# ---- seq_multiplier ----
seq_multiplier, routed clock nets over the placement:
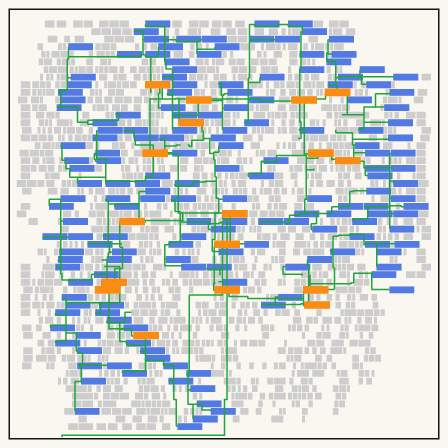

==> src/rtl/mul_pkg.sv <==
// Shared types and sizing helpers for the iterative shift-add multiplier.
package mul_pkg;

    typedef enum logic [1:0] {
        IDLE,
        CALC,
        DONE
    } mul_state_t;

    localparam int MUL_DEFAULT_WIDTH = 32;

    // Counter must hold the value WIDTH itself, not just WIDTH-1.
    function automatic int mul_cnt_width(input int width);
        return $clog2(width + 1);
    endfunction

endpackage

==> src/rtl/twos_abs.sv <==
// Magnitude of a two's-complement value when enabled, pass-through otherwise.
module twos_abs #(
    parameter int WIDTH = 32
) (
    input  logic [WIDTH-1:0] i_value,
    input  logic             i_enable,
    output logic [WIDTH-1:0] o_magnitude
);

    // The most-negative input maps onto itself, which reads correctly as unsigned 2^(WIDTH-1).
    assign o_magnitude = (i_enable && i_value[WIDTH-1]) ? (~i_value + WIDTH'(1)) : i_value;

endmodule

==> src/rtl/seq_multiplier.sv <==
// Radix-2 shift-add multiplier: one multiplier bit per cycle, signed or unsigned,
// with valid/ready handshakes on both sides.
module seq_multiplier
    import mul_pkg::*;
#(
    parameter int WIDTH = MUL_DEFAULT_WIDTH
) (
    input  logic               i_clk,
    input  logic               i_rst_n,
    input  logic               i_in_valid,
    output logic               o_in_ready,
    input  logic [WIDTH-1:0]   i_a,
    input  logic [WIDTH-1:0]   i_b,
    input  logic               i_is_signed,
    output logic               o_out_valid,
    input  logic               i_out_ready,
    output logic [2*WIDTH-1:0] o_product
);

    localparam int            CW       = mul_cnt_width(WIDTH);
    localparam logic [CW-1:0] CNT_LOAD = CW'(WIDTH);
    localparam logic [CW-1:0] CNT_ONE  = CW'(1);

    mul_state_t         r_state;
    mul_state_t         w_next_state;
    logic [CW-1:0]      r_cnt;
    logic [WIDTH-1:0]   r_mcand;
    logic [2*WIDTH:0]   r_acc;
    logic               r_neg;
    logic [2*WIDTH-1:0] r_product;

    logic [WIDTH-1:0]   w_abs_a;
    logic [WIDTH-1:0]   w_abs_b;
    logic               w_zero;
    logic               w_last;
    logic [WIDTH:0]     w_sum;
    logic [2*WIDTH:0]   w_acc_next;
    logic [2*WIDTH-1:0] w_prod_final;

    twos_abs #(.WIDTH(WIDTH)) u_abs_a (
        .i_value    (i_a),
        .i_enable   (i_is_signed),
        .o_magnitude(w_abs_a)
    );

    twos_abs #(.WIDTH(WIDTH)) u_abs_b (
        .i_value    (i_b),
        .i_enable   (i_is_signed),
        .o_magnitude(w_abs_b)
    );

    assign w_zero = (i_a == '0) || (i_b == '0);
    assign w_last = (r_cnt == CNT_ONE);

    // Low half of r_acc doubles as the multiplier shift register; its LSB gates the add.
    assign w_sum        = r_acc[0] ? (r_acc[2*WIDTH:WIDTH] + {1'b0, r_mcand}) : r_acc[2*WIDTH:WIDTH];
    assign w_acc_next   = {1'b0, w_sum, r_acc[WIDTH-1:1]};
    assign w_prod_final = r_neg ? ({(2*WIDTH){1'b0}} - w_acc_next[2*WIDTH-1:0])
                                : w_acc_next[2*WIDTH-1:0];

    always_comb begin
        w_next_state = r_state;
        case (r_state)
            IDLE:    if (i_in_valid) w_next_state = w_zero ? DONE : CALC;
            CALC:    if (w_last) w_next_state = DONE;
            DONE:    if (i_out_ready) w_next_state = IDLE;
            default: w_next_state = IDLE;
        endcase
    end

    always_ff @(posedge i_clk or negedge i_rst_n) begin
        if (!i_rst_n) begin
            r_state   <= IDLE;
            r_cnt     <= '0;
            r_mcand   <= '0;
            r_acc     <= '0;
            r_neg     <= 1'b0;
            r_product <= '0;
        end else begin
            r_state <= w_next_state;
            case (r_state)
                IDLE: begin
                    if (i_in_valid) begin
                        r_mcand <= w_abs_a;
                        r_acc   <= {1'b0, {WIDTH{1'b0}}, w_abs_b};
                        r_neg   <= i_is_signed & (i_a[WIDTH-1] ^ i_b[WIDTH-1]);
                        r_cnt   <= CNT_LOAD;
                        if (w_zero) r_product <= '0;
                    end
                end
                CALC: begin
                    r_acc <= w_acc_next;
                    r_cnt <= r_cnt - CNT_ONE;
                    if (w_last) r_product <= w_prod_final;
                end
                default: ;
            endcase
        end
    end

    assign o_in_ready  = (r_state == IDLE);
    assign o_out_valid = (r_state == DONE);
    assign o_product   = r_product;

endmodule

==> config.mk <==
export PLATFORM = sky130hd
export DESIGN_NAME = seq_multiplier
export DESIGN_NICKNAME = d
export VERILOG_FILES = /design/src/rtl/mul_pkg.sv /design/src/rtl/twos_abs.sv /design/src/rtl/seq_multiplier.sv
export SDC_FILE = /design/constraint.sdc
export NUM_CORES = 1
export LEC_CHECK = 0
export CORE_MARGIN = 2
export CORE_UTILIZATION = 51
export DETAILED_ROUTE_END_ITERATION = 8
export GPL_TIMING_DRIVEN = 0
export PLACE_DENSITY = 0.79
export SYNTH_ARGS = -nofsm -noshare
export SYNTH_HDL_FRONTEND = slang
export SYNTH_SLANG_ARGS = --single-unit
==> constraint.sdc <==
create_clock -name i_clk -period 8.65 [get_ports i_clk]
set_clock_uncertainty 0.2 [all_clocks]
set_input_delay 2.595 -clock i_clk [delete_from_list [all_inputs] [get_ports i_clk]]
set_output_delay 2.595 -clock i_clk [all_outputs]
set_load 0.05 [all_outputs]
# ---- arb_mux_rr_flat ----
[src/rtl/arb_mux_rr_pkg.sv]
// Shared types and constants for the arb_mux_rr multiplexer and its rr_arbiter.
package arb_mux_pkg;

  typedef enum logic {
    MODE_RR    = 1'b0,
    MODE_FIXED = 1'b1
  } mode_e;

  typedef enum logic {
    LOCK_OPEN = 1'b0,
    LOCK_HELD = 1'b1
  } lock_e;

  localparam int unsigned DEF_NUM_CH = 4;
  localparam int unsigned DEF_DATA_W = 32;

  // Channel-index width; never narrower than one bit.
  function automatic int unsigned idx_w(input int unsigned n);
    return (n < 2) ? 1 : $clog2(n);
  endfunction

endpackage

[src/rtl/arb_mux_rr_if.sv]
// Requester-side and consumer-side handshake bundle of arb_mux_rr; signal names are from the mux's view.
interface arb_mux_rr_if
  import arb_mux_pkg::*;
#(
  parameter int unsigned NUM_CH = DEF_NUM_CH,
  parameter int unsigned DATA_W = DEF_DATA_W
);

  localparam int unsigned SEL_W = idx_w(NUM_CH);

  logic [NUM_CH-1:0]        valid_i;
  logic [NUM_CH*DATA_W-1:0] data_i;
  logic [NUM_CH-1:0]        ready_o;
  logic                     valid_o;
  logic [DATA_W-1:0]        data_o;
  logic [SEL_W-1:0]         sel_o;
  logic                     ready_i;

  modport slave (
    input  valid_i, data_i, ready_i,
    output ready_o, valid_o, data_o, sel_o
  );

  modport master (
    output valid_i, data_i, ready_i,
    input  ready_o, valid_o, data_o, sel_o
  );

endinterface

[src/rtl/arb_mux_rr_arbiter.sv]
// Combinational round-robin arbiter: first request at or above ptr wins, wrapping past the top channel.
module rr_arbiter
  import arb_mux_pkg::*;
#(
  parameter int unsigned NUM_CH = DEF_NUM_CH,
  parameter int unsigned SEL_W  = idx_w(DEF_NUM_CH)
) (
  input  logic [NUM_CH-1:0] req,
  input  logic [SEL_W-1:0]  ptr,
  input  logic              en,
  output logic [NUM_CH-1:0] gnt,
  output logic [SEL_W-1:0]  idx,
  output logic              any
);

  int unsigned      c;
  logic [SEL_W-1:0] ci;

  always_comb begin
    // NOTE: every output gets a default before the loop, so no path leaves a latch behind.
    gnt = '0;
    idx = '0;
    any = 1'b0;
    c   = 0;
    ci  = '0;
    if (en) begin
      for (int i = 0; i < NUM_CH; i++) begin
        c = 32'(ptr) + 32'(i);
        if (c >= NUM_CH) c = c - NUM_CH;
        ci = SEL_W'(c);
        if (!any && req[ci]) begin
          gnt[ci] = 1'b1;
          idx     = ci;
          any     = 1'b1;
        end
      end
    end
  end

endmodule

[src/rtl/arb_mux_rr.sv]
// N-channel valid/ready mux with round-robin or fixed selection and a registered output stage.
// Define ARB_MUX_LOCK_EN to let a requester hold its grant across beats via lock_i.
module arb_mux_rr
  import arb_mux_pkg::*;
#(
  parameter int unsigned NUM_CH = DEF_NUM_CH,
  parameter int unsigned DATA_W = DEF_DATA_W
) (
  input  logic                      clk_i,
  input  logic                      rst_ni,
  input  logic                      mode_i,
  input  logic [idx_w(NUM_CH)-1:0]  sel_i,
  input  logic                      lock_i,
  arb_mux_rr_if.slave               bus
);

  localparam int unsigned      SEL_W   = idx_w(NUM_CH);
  localparam logic [SEL_W-1:0] LAST_CH = SEL_W'(NUM_CH - 1);

  mode_e             mode;
  logic              load;
  logic [NUM_CH-1:0] mode_mask, lock_mask, req, gnt;
  logic [SEL_W-1:0]  gnt_idx, ptr_q, ptr_d;
  logic              gnt_any, ptr_hold, ptr_adv;

  function automatic logic [NUM_CH-1:0] onehot(input logic [SEL_W-1:0] i);
    logic [NUM_CH-1:0] v;
    v = '0;
    for (int k = 0; k < NUM_CH; k++)
      if (i == SEL_W'(k)) v[k] = 1'b1;
    return v;
  endfunction

  assign mode = mode_e'(mode_i);
  assign load = !bus.valid_o || bus.ready_i;

  // An out-of-range sel_i decodes to no bit at all, so fixed mode grants nothing.
  assign mode_mask = (mode == MODE_FIXED) ? onehot(sel_i) : '1;
  assign req       = bus.valid_i & mode_mask & lock_mask;

  rr_arbiter #(
    .NUM_CH (NUM_CH),
    .SEL_W  (SEL_W)
  ) u_arb (
    .req (req),
    .ptr (ptr_q),
    .en  (load && rst_ni),
    .gnt (gnt),
    .idx (gnt_idx),
    .any (gnt_any)
  );

  assign bus.ready_o = gnt;
  assign ptr_d       = (gnt_idx == LAST_CH) ? '0 : gnt_idx + SEL_W'(1);
  assign ptr_adv     = gnt_any && (mode == MODE_RR) && !ptr_hold;

`ifdef ARB_MUX_LOCK_EN
  lock_e            lock_q, lock_d;
  logic [SEL_W-1:0] lock_ch_q;

  always_ff @(posedge clk_i or negedge rst_ni) begin
    if (!rst_ni) begin
      lock_q    <= LOCK_OPEN;
      lock_ch_q <= '0;
    end else begin
      lock_q <= lock_d;
      if (gnt_any) lock_ch_q <= gnt_idx;
    end
  end

  always_comb begin
    lock_d = lock_q;
    if (gnt_any) lock_d = lock_i ? LOCK_HELD : LOCK_OPEN;
  end

  // While held, only the owner may win; its releasing beat still advances the pointer.
  always_comb begin
    lock_mask = '1;
    ptr_hold  = 1'b0;
    if (lock_q == LOCK_HELD) begin
      lock_mask = onehot(lock_ch_q);
      ptr_hold  = lock_i;
    end
  end
`else
  logic unused_lock;
  assign unused_lock = lock_i;
  assign lock_mask   = '1;
  assign ptr_hold    = 1'b0;
`endif

  always_ff @(posedge clk_i or negedge rst_ni) begin
    if (!rst_ni) begin
      bus.valid_o <= 1'b0;
      bus.data_o  <= '0;
      bus.sel_o   <= '0;
      ptr_q       <= '0;
    end else begin
      // NOTE: non-blocking assignments so every register samples pre-edge values.
      if (gnt_any) begin
        bus.valid_o <= 1'b1;
        bus.data_o  <= bus.data_i[gnt_idx*DATA_W +: DATA_W];
        bus.sel_o   <= gnt_idx;
      end else if (bus.ready_i) begin
        bus.valid_o <= 1'b0;
      end
      if (ptr_adv) ptr_q <= ptr_d;
    end
  end

endmodule

[src/flat_wrapper.sv]
// flat-port wrapper written by rule: the top's interface ports become plain ports
module arb_mux_rr_flat import arb_mux_pkg::*;
#(
  parameter int unsigned NUM_CH = DEF_NUM_CH,
  parameter int unsigned DATA_W = DEF_DATA_W
)
  (clk_i, rst_ni, mode_i, sel_i, lock_i, bus_valid_i, bus_data_i, bus_ready_i, bus_ready_o, bus_valid_o, bus_data_o, bus_sel_o);
  arb_mux_rr_if #(.NUM_CH(NUM_CH), .DATA_W(DATA_W)) bus_i ();
  input  logic clk_i;
  input  logic rst_ni;
  input  logic mode_i;
  input  logic [idx_w(NUM_CH)-1:0] sel_i;
  input  logic lock_i;
  input wire logic [$bits(bus_i.valid_i)-1:0] bus_valid_i;
  input wire logic [$bits(bus_i.data_i)-1:0] bus_data_i;
  input wire logic [$bits(bus_i.ready_i)-1:0] bus_ready_i;
  output wire logic [$bits(bus_i.ready_o)-1:0] bus_ready_o;
  output wire logic [$bits(bus_i.valid_o)-1:0] bus_valid_o;
  output wire logic [$bits(bus_i.data_o)-1:0] bus_data_o;
  output wire logic [$bits(bus_i.sel_o)-1:0] bus_sel_o;
  assign bus_i.valid_i = bus_valid_i;
  assign bus_i.data_i = bus_data_i;
  assign bus_i.ready_i = bus_ready_i;
  assign bus_ready_o = bus_i.ready_o;
  assign bus_valid_o = bus_i.valid_o;
  assign bus_data_o = bus_i.data_o;
  assign bus_sel_o = bus_i.sel_o;
  arb_mux_rr #(.NUM_CH(NUM_CH), .DATA_W(DATA_W)) u_core (.clk_i(clk_i), .rst_ni(rst_ni), .mode_i(mode_i), .sel_i(sel_i), .lock_i(lock_i), .bus(bus_i));
endmodule
[config.mk]
export PLATFORM = sky130hd
export DESIGN_NAME = arb_mux_rr_flat
export DESIGN_NICKNAME = d
export VERILOG_FILES = /design/src/rtl/arb_mux_rr_pkg.sv /design/src/rtl/arb_mux_rr_if.sv /design/src/rtl/arb_mux_rr_arbiter.sv /design/src/rtl/arb_mux_rr.sv /design/src/flat_wrapper.sv
export SDC_FILE = /design/constraint.sdc
export NUM_CORES = 1
export LEC_CHECK = 0
export ABC_CLOCK_PERIOD_IN_PS = 6300
export CORE_MARGIN = 5
export CORE_UTILIZATION = 42
export CTS_CLUSTER_DIAMETER = 40
export DETAILED_ROUTE_END_ITERATION = 7
export MAX_ROUTING_LAYER = met4
export PLACE_DENSITY = 0.93
export SETUP_SLACK_MARGIN = 0.3
export SYNTH_ARGS = -nofsm -noshare
export SYNTH_HDL_FRONTEND = slang
export SYNTH_HIERARCHICAL = 1
export SYNTH_SLANG_ARGS = --single-unit
[constraint.sdc]
create_clock -name clk_i -period 6.3 [get_ports clk_i]
set_input_delay 0.945 -clock clk_i [delete_from_list [all_inputs] [get_ports clk_i]]
set_output_delay 0.945 -clock clk_i [all_outputs]
set_load 0.02 [all_outputs]
# ---- ysyx_24090012_mem_arbiter ----
### config.mk
export PLATFORM = sky130hd
export DESIGN_NAME = ysyx_24090012_mem_arbiter
export DESIGN_NICKNAME = d
export VERILOG_FILES = /design/src/rtl/ysyx_24090012_mem_arbiter.sv
export SDC_FILE = /design/constraint.sdc
export NUM_CORES = 1
export LEC_CHECK = 0
export ABC_AREA = 1
export CELL_PAD_IN_SITES_DETAIL_PLACEMENT = 0
export CELL_PAD_IN_SITES_GLOBAL_PLACEMENT = 1
export CORE_ASPECT_RATIO = 1.75
export CORE_MARGIN = 3
export CORE_UTILIZATION = 30
export DETAILED_ROUTE_END_ITERATION = 7
export GPL_ROUTABILITY_DRIVEN = 0
export GPL_TIMING_DRIVEN = 0
export MAX_ROUTING_LAYER = met4
export PLACE_DENSITY_LB_ADDON = 0.12
export SLEW_MARGIN = 0
export SYNTH_ARGS = -nofsm -noshare
export SYNTH_HDL_FRONTEND = slang
export SYNTH_SLANG_ARGS = --single-unit
### constraint.sdc
create_clock -name clk -period 8.26 [get_ports clk]
set_clock_uncertainty 0.1 [all_clocks]
set_input_delay 0.826 -clock clk [delete_from_list [all_inputs] [get_ports clk]]
set_output_delay 0.826 -clock clk [all_outputs]
set_load 0.03 [all_outputs]
### src/rtl/ysyx_24090012_mem_arbiter.sv
`default_nettype none
// ============================================================================
// Module   : ysyx_24090012_mem_arbiter
// Brief    : Round-robin IFU/LSU arbiter for a single data-memory slave port,
//            one transaction in flight, with slave-hang timeout abort.
// Revision : 1.0 - initial release
// ============================================================================
module ysyx_24090012_mem_arbiter #(
    parameter int ADDR_W  = 32,
    parameter int DATA_W  = 32,
    parameter int TIMEOUT = 255
) (
    input  logic                clk,
    input  logic                rst,

    input  logic                ifu_valid,
    input  logic [ADDR_W-1:0]   ifu_addr,
    output logic                ifu_ready,
    output logic [DATA_W-1:0]   ifu_rdata,
    output logic                ifu_err,

    input  logic                lsu_valid,
    input  logic [ADDR_W-1:0]   lsu_addr,
    input  logic                lsu_wen,
    input  logic [DATA_W-1:0]   lsu_wdata,
    input  logic [DATA_W/8-1:0] lsu_wmask,
    output logic                lsu_ready,
    output logic [DATA_W-1:0]   lsu_rdata,
    output logic                lsu_err,

    output logic                s_valid,
    output logic [ADDR_W-1:0]   s_addr,
    output logic                s_wen,
    output logic [DATA_W-1:0]   s_wdata,
    output logic [DATA_W/8-1:0] s_wmask,
    input  logic                s_ready,
    input  logic [DATA_W-1:0]   s_rdata,

    output logic                owner
);

    localparam int c_CNT_W = (TIMEOUT > 0) ? $clog2(TIMEOUT + 1) : 1;
    localparam logic [c_CNT_W-1:0] c_CNT_LAST = (TIMEOUT > 0) ? c_CNT_W'(TIMEOUT - 1) : '0;
    localparam logic [c_CNT_W-1:0] c_CNT_ONE  = c_CNT_W'(1);

    localparam logic [1:0] c_IDLE = 2'd0;
    localparam logic [1:0] c_BUSY = 2'd1;
    localparam logic [1:0] c_RESP = 2'd2;

    logic [1:0]          r_state;
    logic [c_CNT_W-1:0]  r_cnt;
    logic                r_owner;
    logic                r_last_owner;
    logic                r_s_valid;
    logic [ADDR_W-1:0]   r_s_addr;
    logic                r_s_wen;
    logic [DATA_W-1:0]   r_s_wdata;
    logic [DATA_W/8-1:0] r_s_wmask;
    logic                r_ifu_ready;
    logic                r_lsu_ready;
    logic [DATA_W-1:0]   r_rdata;
    logic                r_err;

    logic w_grant_any;
    logic w_grant_lsu;
    logic w_expire;

    // On a tie the master that was not served last wins; last_owner resets
    // to IFU so LSU takes the first contested grant.
    assign w_grant_any = ifu_valid | lsu_valid;
    assign w_grant_lsu = lsu_valid & (~ifu_valid | ~r_last_owner);
    assign w_expire    = (TIMEOUT != 0) && (r_cnt == c_CNT_LAST);

    always_ff @(posedge clk or posedge rst) begin
        if (rst) begin
            r_state      <= c_IDLE;
            r_cnt        <= '0;
            r_owner      <= 1'b0;
            r_last_owner <= 1'b0;
            r_s_valid    <= 1'b0;
            r_s_addr     <= '0;
            r_s_wen      <= 1'b0;
            r_s_wdata    <= '0;
            r_s_wmask    <= '0;
            r_ifu_ready  <= 1'b0;
            r_lsu_ready  <= 1'b0;
            r_rdata      <= '0;
            r_err        <= 1'b0;
        end else begin
            r_ifu_ready <= 1'b0;
            r_lsu_ready <= 1'b0;
            case (r_state)
                c_IDLE: begin
                    if (w_grant_any) begin
                        r_state   <= c_BUSY;
                        r_s_valid <= 1'b1;
                        r_owner   <= w_grant_lsu;
                        r_cnt     <= '0;
                        if (w_grant_lsu) begin
                            r_s_addr  <= lsu_addr;
                            r_s_wen   <= lsu_wen;
                            r_s_wdata <= lsu_wdata;
                            r_s_wmask <= lsu_wmask;
                        end else begin
                            r_s_addr  <= ifu_addr;
                            r_s_wen   <= 1'b0;
                            r_s_wdata <= '0;
                            r_s_wmask <= '0;
                        end
                    end
                end
                c_BUSY: begin
                    // A slave completion in the expiry cycle still counts as success.
                    if (s_ready || w_expire) begin
                        r_state     <= c_RESP;
                        r_s_valid   <= 1'b0;
                        r_ifu_ready <= ~r_owner;
                        r_lsu_ready <= r_owner;
                        r_err       <= ~s_ready;
                        r_rdata     <= (s_ready && !r_s_wen) ? s_rdata : '0;
                    end else if (r_cnt != '1) begin
                        r_cnt <= r_cnt + c_CNT_ONE;
                    end
                end
                c_RESP: begin
                    r_last_owner <= r_owner;
                    r_state      <= c_IDLE;
                end
                default: begin
                    r_state   <= c_IDLE;
                    r_s_valid <= 1'b0;
                end
            endcase
        end
    end

    assign s_valid   = r_s_valid;
    assign s_addr    = r_s_addr;
    assign s_wen     = r_s_wen;
    assign s_wdata   = r_s_wdata;
    assign s_wmask   = r_s_wmask;
    assign ifu_ready = r_ifu_ready;
    assign lsu_ready = r_lsu_ready;
    assign ifu_rdata = r_rdata;
    assign lsu_rdata = r_rdata;
    assign ifu_err   = r_err;
    assign lsu_err   = r_err;
    assign owner     = r_owner;

endmodule
`default_nettype wire

# ---- req_ack_responder ----
### src/rtl/req_ack_pkg.sv
`default_nettype none
// ============================================================================
//  Package     : req_ack_pkg
//  Description : Shared types for the Req/Ack command responder.
//                cmd_e   - command encoding carried on Cmd
//                state_e - responder handshake state
//  Revision    : 1.0 - initial release
// ============================================================================
package req_ack_pkg;

  typedef enum logic [1:0] {
    NOP  = 2'b00,
    LOAD = 2'b01,
    INC  = 2'b10,
    READ = 2'b11
  } cmd_e;

  typedef enum logic [1:0] {
    IDLE = 2'b00,
    WAIT = 2'b01,
    ACK  = 2'b10
  } state_e;

endpackage
`default_nettype wire

### src/rtl/req_ack_responder_mod_counter.sv
`default_nettype none
// ============================================================================
//  Module      : mod_counter
//  Description : Modulo-MODULO counter with load and increment strobes.
//                A load whose value is >= MODULO is refused (counter holds)
//                and flagged on o_load_bad.
//  Ports       : clk        - clock, rising edge
//                rst_n      - asynchronous active-low reset (q -> 0)
//                i_load     - load strobe (i_d applied when legal)
//                i_inc      - increment strobe, wraps MODULO-1 -> 0
//                i_d        - load value
//                o_q        - counter value
//                o_load_bad - i_d is out of range (combinational on i_d)
//  Revision    : 1.0 - initial release
// ============================================================================
module mod_counter #(
  parameter int WIDTH  = 4,
  parameter int MODULO = 10
) (
  input  logic             clk,
  input  logic             rst_n,
  input  logic             i_load,
  input  logic             i_inc,
  input  logic [WIDTH-1:0] i_d,
  output logic [WIDTH-1:0] o_q,
  output logic             o_load_bad
);

  // One extra bit so MODULO == 2**WIDTH is representable.
  localparam logic [WIDTH:0]   c_mod = (WIDTH+1)'(MODULO);
  localparam logic [WIDTH-1:0] c_top = WIDTH'(MODULO - 1);

  logic [WIDTH-1:0] r_q;

  assign o_load_bad = ({1'b0, i_d} >= c_mod);

  always_ff @(posedge clk or negedge rst_n) begin
    if (!rst_n) begin
      r_q <= '0;
    end else if (i_load) begin
      if (!o_load_bad) begin
        r_q <= i_d;
      end
    end else if (i_inc) begin
      r_q <= (r_q == c_top) ? '0 : r_q + WIDTH'(1);
    end
  end

  assign o_q = r_q;

endmodule
`default_nettype wire

### src/rtl/req_ack_responder.sv
`default_nettype none
// ============================================================================
//  Module      : req_ack_responder
//  Description : Target side of the Req/Ack command handshake. A request is
//                captured in IDLE, executed on the modulo counter on the edge
//                that enters ACK, and acknowledged with a one-cycle Ack pulse
//                ACK_LAT cycles after Req was sampled.
//  Ports       : CLK   - clock, rising edge
//                MR_n  - master reset, asynchronous active-low
//                Req   - request level from initiator
//                Cmd   - command (NOP/LOAD/INC/READ), valid while Req high
//                P     - load value, valid while Req high
//                Ack   - one-cycle acknowledge
//                Rdata - counter value after the command, valid with Ack
//                Err   - illegal LOAD flag, valid with Ack
//                Q     - live counter value
//  Revision    : 1.0 - initial release
// ============================================================================
module req_ack_responder
  import req_ack_pkg::*;
#(
  parameter int ACK_LAT = 1,
  parameter int WIDTH   = 4,
  parameter int MODULO  = 10
) (
  input  logic             CLK,
  input  logic             MR_n,
  input  logic             Req,
  input  logic [1:0]       Cmd,
  input  logic [WIDTH-1:0] P,
  output logic             Ack,
  output logic [WIDTH-1:0] Rdata,
  output logic             Err,
  output logic [WIDTH-1:0] Q
);

  localparam logic [WIDTH:0] c_mod = (WIDTH+1)'(MODULO);

  generate
    if (ACK_LAT != 1 && ACK_LAT != 2) begin : g_bad_ack_lat
      $error("req_ack_responder: ACK_LAT must be 1 or 2");
    end
    if (MODULO < 2 || MODULO > 2**WIDTH) begin : g_bad_modulo
      $error("req_ack_responder: MODULO must be in 2..2**WIDTH");
    end
  endgenerate

  state_e           r_state;
  state_e           w_state_nxt;
  cmd_e             r_cmd;
  logic [WIDTH-1:0] r_p;
  logic             r_ack;
  logic             r_err;

  logic             w_enter_ack;
  cmd_e             w_ex_cmd;
  logic [WIDTH-1:0] w_ex_p;
  logic             w_load;
  logic             w_inc;
  logic             w_load_bad;
  logic [WIDTH-1:0] w_q;

  // Next state. With ACK_LAT=1 the command executes on the very edge that
  // samples Req, so the live Cmd/P feed the counter; from WAIT the captured
  // copy is used because the inputs are no longer trusted.
  always_comb begin
    w_state_nxt = r_state;
    w_enter_ack = 1'b0;
    w_ex_cmd    = cmd_e'(Cmd);
    w_ex_p      = P;
    case (r_state)
      IDLE: begin
        if (Req) begin
          if (ACK_LAT == 1) begin
            w_state_nxt = ACK;
            w_enter_ack = 1'b1;
          end else begin
            w_state_nxt = WAIT;
          end
        end
      end
      WAIT: begin
        w_state_nxt = ACK;
        w_enter_ack = 1'b1;
        w_ex_cmd    = r_cmd;
        w_ex_p      = r_p;
      end
      ACK: begin
        // Req here is still the old request being held; ignore it.
        w_state_nxt = IDLE;
      end
      default: begin
        w_state_nxt = IDLE;
      end
    endcase
  end

  assign w_load = w_enter_ack && (w_ex_cmd == LOAD);
  assign w_inc  = w_enter_ack && (w_ex_cmd == INC);

  always_ff @(posedge CLK or negedge MR_n) begin
    if (!MR_n) begin
      r_state <= IDLE;
      r_cmd   <= NOP;
      r_p     <= '0;
      r_ack   <= 1'b0;
      r_err   <= 1'b0;
    end else begin
      r_state <= w_state_nxt;
      r_ack   <= w_enter_ack;
      r_err   <= w_load && w_load_bad;
      if (r_state == IDLE && Req) begin
        r_cmd <= cmd_e'(Cmd);
        r_p   <= P;
      end
    end
  end

  mod_counter #(
    .WIDTH  (WIDTH),
    .MODULO (MODULO)
  ) u_counter (
    .clk        (CLK),
    .rst_n      (MR_n),
    .i_load     (w_load),
    .i_inc      (w_inc),
    .i_d        (w_ex_p),
    .o_q        (w_q),
    .o_load_bad (w_load_bad)
  );

  // The counter only moves on the edge entering ACK, so during ACK its
  // register already holds the post-command value that Rdata must return.
  assign Ack   = r_ack;
  assign Err   = r_err;
  assign Q     = w_q;
  assign Rdata = w_q;

  a_ack_latency: assert property (@(posedge CLK) disable iff (!MR_n)
    (r_state == IDLE && Req) |-> ##ACK_LAT Ack);

  a_ack_pulse: assert property (@(posedge CLK) disable iff (!MR_n)
    Ack |=> !Ack);

  a_load_value: assert property (@(posedge CLK) disable iff (!MR_n)
    (Ack && r_cmd == LOAD && ({1'b0, r_p} < c_mod)) |-> (Q == r_p));

  a_q_range: assert property (@(posedge CLK) disable iff (!MR_n)
    ({1'b0, Q} < c_mod));

endmodule
`default_nettype wire

### config.mk
export PLATFORM = sky130hd
export DESIGN_NAME = req_ack_responder
export DESIGN_NICKNAME = d
export VERILOG_FILES = /design/src/rtl/req_ack_pkg.sv /design/src/rtl/req_ack_responder_mod_counter.sv /design/src/rtl/req_ack_responder.sv
export SDC_FILE = /design/constraint.sdc
export NUM_CORES = 1
export LEC_CHECK = 0
export CAP_MARGIN = 20
export CORE_AREA = 2 2 39 41
export DETAILED_ROUTE_END_ITERATION = 10
export DIE_AREA = 0 0 41 43
export GPL_ROUTABILITY_DRIVEN = 0
export HOLD_SLACK_MARGIN = 0.08
export PLACE_DENSITY = 0.64
export SLEW_MARGIN = 30
export SYNTH_ARGS = -nofsm -noshare
export SYNTH_HDL_FRONTEND = slang
export SYNTH_SLANG_ARGS = --single-unit
### constraint.sdc
create_clock -name CLK -period 1.1 [get_ports CLK]
set_clock_uncertainty 0.05 [all_clocks]
set_input_delay 0.275 -clock CLK [delete_from_list [all_inputs] [get_ports CLK]]
set_output_delay 0.275 -clock CLK [all_outputs]
set_load 0.05 [all_outputs]
req_ack_responder, routed metal, one color a layer:
Only two layers are drawn.
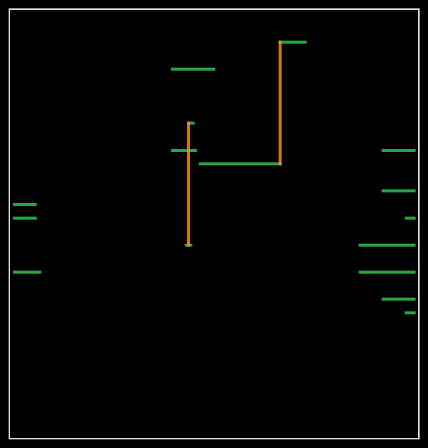
Key: orange = met4 [wire length 24.5 um]; green = met3 [wire length 45.9 um]

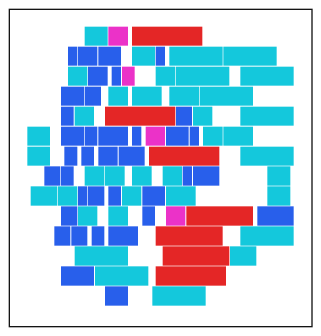
req_ack_responder: cell classes on the final placement
Key: blue = all other logic [cells 37]; red = flip-flops [cells 7]; cyan = other buffers and delay cells [cells 37]; magenta = clock drivers and dummy loads [cells 4]
Post-Layout Inst Area: 925 um2
sequential fraction of total cell area: 19.5%
site row count: 14

==> results.txt, req_ack_responder <==
Synthesis and place-and-route results.

- The static leakage is 0.425 nW.
- Counting only logic cells after layout, the most numerous master is sky130_fd_sc_hd__buf_4.
- The critical path data arrival time is 1.05 ns.
- In the final report, the number of hold violations comes to 0.
- The critical path is of the flip-flop to primary output type.
- The clock passes through at most 2 buffers.
- The post-layout worst setup margin is -0.274 ns.
- Looking at the clock tree report, the H-tree level count equals 1.
- The final antenna-violating net count is 0.
- The net count after synthesis is 57.
- The last timing report of the flow puts the setup violation total at 14.
- The TritonCTS clock tree is yes.
- The worst-case IR drop observed on VDD is 0.884 mV.
- Looking at the critical path, the highest net fanout was 3.
- According to the timing report, the critical path is launched from u_counter.o_q[0].
- The met3 track demand over resource in global routing is 4.71%.
- Per the final layout report, the fraction of cells sized above drive strength 1 comes to 52.9%.
- The share of the core filled by cells before placement is 31.6%.
- The area inside the core boundary is 1380 um2.
- Counting the inverters off the clock network in the layout gives 3.
- Cells fill 66.8% of the core in the end.
- The final reports fail on setup timing.
- Wire segments on met2 add up to 651 um in the final route.
- The run finished, with violations left.
[req_ack_responder: power by group through the flow]
| stage | Clock, mW | Combinational [mW] | Sequential [mW] |
|---|---|---|---|
| after global placement | 0 | 1.12 | 0.353 |
| after global routing | 0.265 | 1.29 | 0.365 |
| after CTS | 0.241 | 1.23 | 0.359 |
| final | 0.236 | 1.24 | 0.358 |
| after detailed placement | 0 | 1.14 | 0.357 |
| after floorplan | 0 | 0.367 | 0.540 |
[req_ack_responder: state kept, by name, summed over array words and instances (netlist names)]
name,flops
r_state,1
u_counter.o_q,4
Ack,1
Err,1
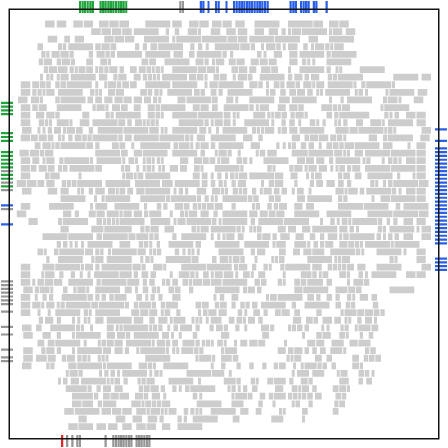
seq_multiplier: I/O pins on the die edge
Pins as bars across the die edge, other pins in gray.
Key: red = i_clk [pins 1, direction input, edge south]; green = i_b [pins 32, direction input, edge 17 north, 15 west]; blue = o_product [pins 64, direction output, edge 32 east, 30 north, 2 west]
All pins by edge: 49 north, 34 west, 32 east, 20 south.
count of buffers inserted at the top-level ports: 134
height of the die: 153 um
Horiz. Die Dim: 153 um

About 'routed clock nets over the placement' of seq_multiplier:
Key: orange = cells driving clock nets [count 17]; blue = flip-flops [count 169]; green = clock wires [length 2140 um]
There are 18 routed clock nets.

==> results.txt, seq_multiplier <==
Synthesis and place-and-route results.

- The share of async-settable or async-resettable flops after synthesis is 100%.
- The most used flip-flop cell after synthesis is sky130_fd_sc_hd__dfrtp_1.
- According to the timing report, the arrival time at the worst endpoint equals 6.50 ns.
- The number of warnings in the stage logs is 29.
- The count of clock tree sinks is 169.
- Looking at the clock tree report, the maximum root-to-sink buffer count equals 2.
- The internal reg-to-reg setup slack is 3.22 ns.
- The design received a total of 280 well taps at floorplan.
- The worst stage delay on the critical path is 0.60 ns.
- The cell type with the largest total area after synthesis is sky130_fd_sc_hd__dfrtp_1.
- The main power-consuming group is combinational logic.
- The startpoint of the tightest hold check path is o_product[15].
- Dividing total power by cell area gives a power density of 378 nW/um2.
- The type of the worst min-delay path is flip-flop to flip-flop.
- The final design was reported to hold multi-input combinational gates totalling 1098.
- For this run, the script counts the antenna cells in the layout as 0.
- The number of sequential cells is 169.
- The flow ran to the end, and the final reports show no timing, DRC or antenna violations.
- The count of library flops with an enable pin is 0.
- According to the floorplan log, the row count is 54.
- Grouping stages by cell kind, the critical path spends the most delay in simple AND/OR/NAND/NOR gates.
- The flow reports power dissipated in the clock network as 836 uW.
- Ranked by total cell area, the synthesized netlist is headed by sky130_fd_sc_hd__dfrtp_1 37%, sky130_fd_sc_hd__o21ai_0 9.0%, sky130_fd_sc_hd__nand2_1 6.8%.
- The cell with the most instances on the worst path is sky130_fd_sc_hd__nor4_4.
- Yosys reports the multiplexer fraction of the synthesized area as 1.28%.
- The critical path crosses 12 cells after its start point.
seq_multiplier: flip-flops by register name (all words and copies together) (netlist names):
register / cells
o_product: 64
r_acc: 64
r_cnt: 6
r_mcand: 32
r_neg: 1
r_state: 2
seq_multiplier: layer usage:
layer  up-vias  wire [um]  track usage (%)
met4         0       1060             10.6
met5         -          0                0
met3        90       3280             6.04
met1      5530      16000             44.6
li1       5265          -                -
met2       577      16500             49.8
seq_multiplier: worst min-delay path: stages, from the launching register on:
cell and delay, ns:
sky130_fd_sc_hd__dfrtp_1 0.35, sky130_fd_sc_hd__nand2_1 0.05, sky130_fd_sc_hd__o21ai_0 0.06
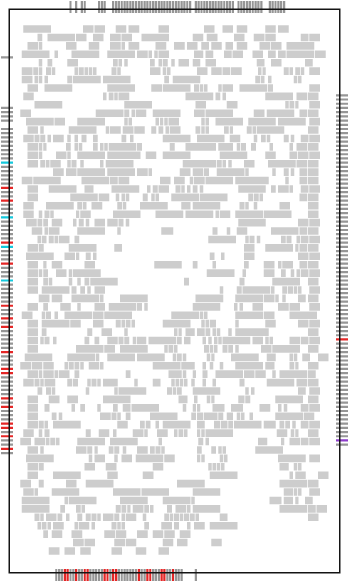
ysyx_24090012_mem_arbiter: I/O pins on the die edge
Pins as bars across the die edge, other pins in gray.
Key: purple = ifu_err [pins 1, direction output, edge east]; red = lsu_addr [pins 32, direction input, edge 16 west, 15 south, 1 east]; cyan = lsu_wmask [pins 4, direction input, edge west]
All pins by edge: 84 east, 83 west, 64 north, 46 south.

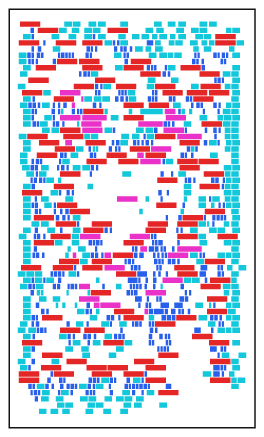
ysyx_24090012_mem_arbiter: cell classes on the final placement
Key: blue = all other logic [cells 435]; red = flip-flops [cells 117]; magenta = clock drivers and dummy loads [cells 32]; cyan = other buffers and delay cells [cells 346]

==> results.txt, ysyx_24090012_mem_arbiter <==
Synthesis and place-and-route results.

- The run finished with clean final reports.
- Yosys reports the multiplexer fraction of the synthesized area as 0%.
- STA classifies the critical path startpoint as a flip-flop.
- OpenROAD reports that the post-layout worst path occupies 30.3% of the period.
- The area fraction in compound gates is 13.9%.
- The share of the synthesized area in the top cell type is 55.4%.
- The number of sequential cells is 117.
- The post-CTS setup buffer count is 0.
- In this run the mean area of a mapped cell was 8.51 um2.
- Note that the worst hold path type here is flip-flop to flip-flop.
- In the final layout, flip-flops and latches take up 32.5% of the cell area.
- For this run, the top clock speed supported by timing is 399 MHz.
- The number of ports placed on the die boundary is 277.
- The slew check shows that the tightest pin keeps a relative margin of 63.5%.
- Across the whole layout, storage elements account for 2930 um2.
- Among all flip-flop cells after synthesis, the most frequent one is sky130_fd_sc_hd__dfrtp_1.
- Before antenna repair, the detailed router went through 4 iterations.
- The number of nets in the layout is 1057.
- The total internal power is 2.07 mW.
- The net count after synthesis is 761.
- In this run, post-CTS hold repair placed 0 buffers.
- The top routing layer in use is met4.
- The power report lists the sequential group at 963 uW.
- The number of tap cells inserted is 227.
- The clock tree root buffer cell is sky130_fd_sc_hd__clkbuf_16.
- The relative contribution of the clock network to total power is 22.1%.
- The via total after detailed routing is 5219.
- The multi-input combinational cell area is 1860 um2.
- The count of library flops with an enable pin is 0.
- Hold analysis shows the worst path with a depth of 2.
- The largest part of the power goes to combinational logic.
- The number of global-route vias before repair is 5421.
- For the worst reg-to-reg path, the startpoint reported by OpenROAD is r_cnt[0].
- The final setup violation count is 0.
- The synthesis stat section lists a flop and latch total of 117.
ysyx_24090012_mem_arbiter: through the flow:
step	instance area [um2]	cells	util [%]	hold slack [ns]	setup slack, ns
floorplan	5290	621	-	0.371	4.23
global placement	8330	1124	48.7	0.366	2.36
detailed placement	8360	1125	48.9	0.372	5.58
CTS	9000	1157	52.6	0.386	5.74
global route	9000	1157	52.6	0.404	5.70
finish	9000	1157	52.6	0.379	5.75
ysyx_24090012_mem_arbiter: registers in the layout (all words and copies together), names as in the netlist, 2 cells and up:
name / count
ifu_rdata: 32
r_cnt: 8
r_state: 2
s_addr: 32
s_wdata: 32
s_wmask: 4
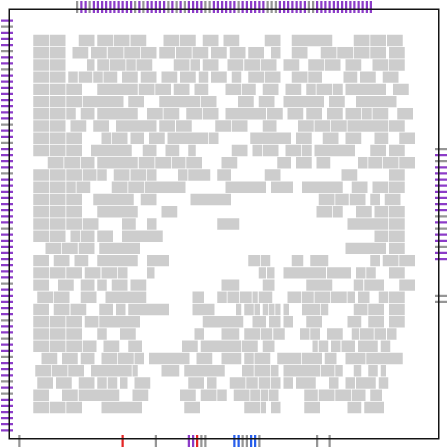
arb_mux_rr_flat: I/O pins on the die edge
Pins as bars across the die edge, other pins in gray.
Key: red = bus_sel_o [pins 2, direction output, edge south]; purple = bus_data_i [pins 128, direction input, edge 57 north, 55 west, 14 east, 2 south]; blue = bus_valid_i [pins 4, direction input, edge south]
All pins by edge: 72 north, 68 west, 21 east, 17 south.
height of the die: 95.2 um
Horiz. Die Dim: 95.2 um

==> results.txt, arb_mux_rr_flat <==
Synthesis and place-and-route results.

- The flow ran to the end, and the final reports show no timing, DRC or antenna violations.
- The count of library flops with an enable pin is 0.
- The critical path endpoint has a required time of 5.35 ns.
- For the sequential group, total power comes out at 445 uW.
- Per STA, the startpoint of the critical path is sel_i[1].
- The most common logic cell in the final layout is sky130_fd_sc_hd__clkdlybuf4s50_1.
- The power share of the sequential group is 25.1%.
- The register with the most flip-flops in the final layout is u_core/bus.data_o.
- As reported, the later end of the worst-skew pair has a clock insertion delay of 0.29 ns.
- The post-placement cell area is 4760 um2.
- Among all stages on the critical path, the maximum delay recorded is 0.93 ns.
- The final report gives the standard cell area, fillers excluded, as 4850 um2.
- The design draws 1.77 mW.
- The post-synth area from yosys stat is 3050 um2.
- The number of buffers created by CTS is 5.
- Hold is met by 0.500 ns.
- The final routed DRC violation total is 0.
- According to the floorplan report, the total die area is 9060 um2.
-- arb_mux_rr_flat: metal layers --
layer  GRT usage, %  vias up  share of wire [%]
met1           25.3     1448                 38
met3           4.58       20                6.7
met5              -        -                  0
met2           39.2      136                 52
met4           7.57        0                2.6
li1               -     1434                  -
-- arb_mux_rr_flat: layout make-up --
cell class | instances | share of cell area [%]
inverter | 4 | 0.310
clock buffer | 5 | 1.42
multi-input combinational | 222 | 39.3
sequential | 37 | 19.1
tap | 99 | 2.55
clock inverter | 3 | 0.361
timing repair buffer | 181 | 37.0


==> notes/layouts.md <==
Pictures saved along the way, in no particular order.

Routed clock nets over the placement.
image #1
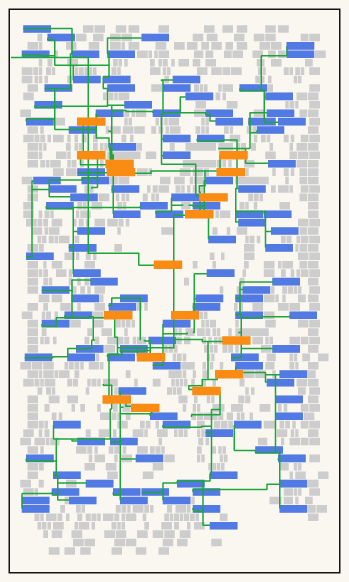
image #2
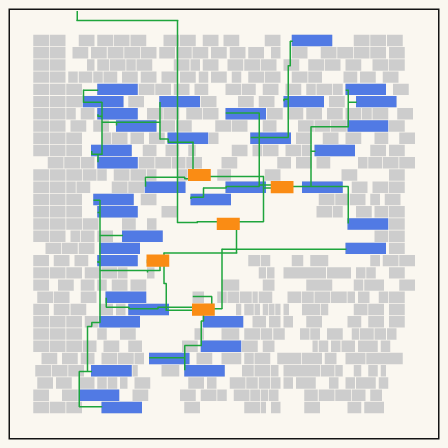
image #3
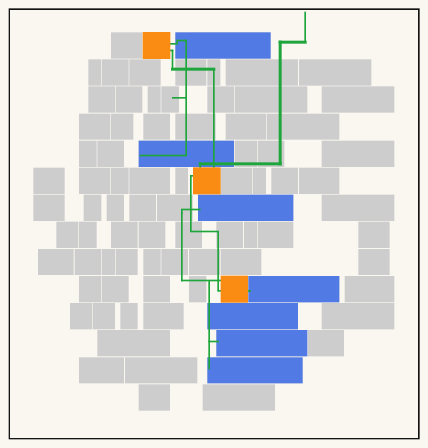
- most sequential cells: image #1
| from | picture |
|---|---|
| arb_mux_rr_flat | image #2 |
| ysyx_24090012_mem_arbiter | image #1 |
| req_ack_responder | image #3 |

Power and IR drop assume default switching activity.
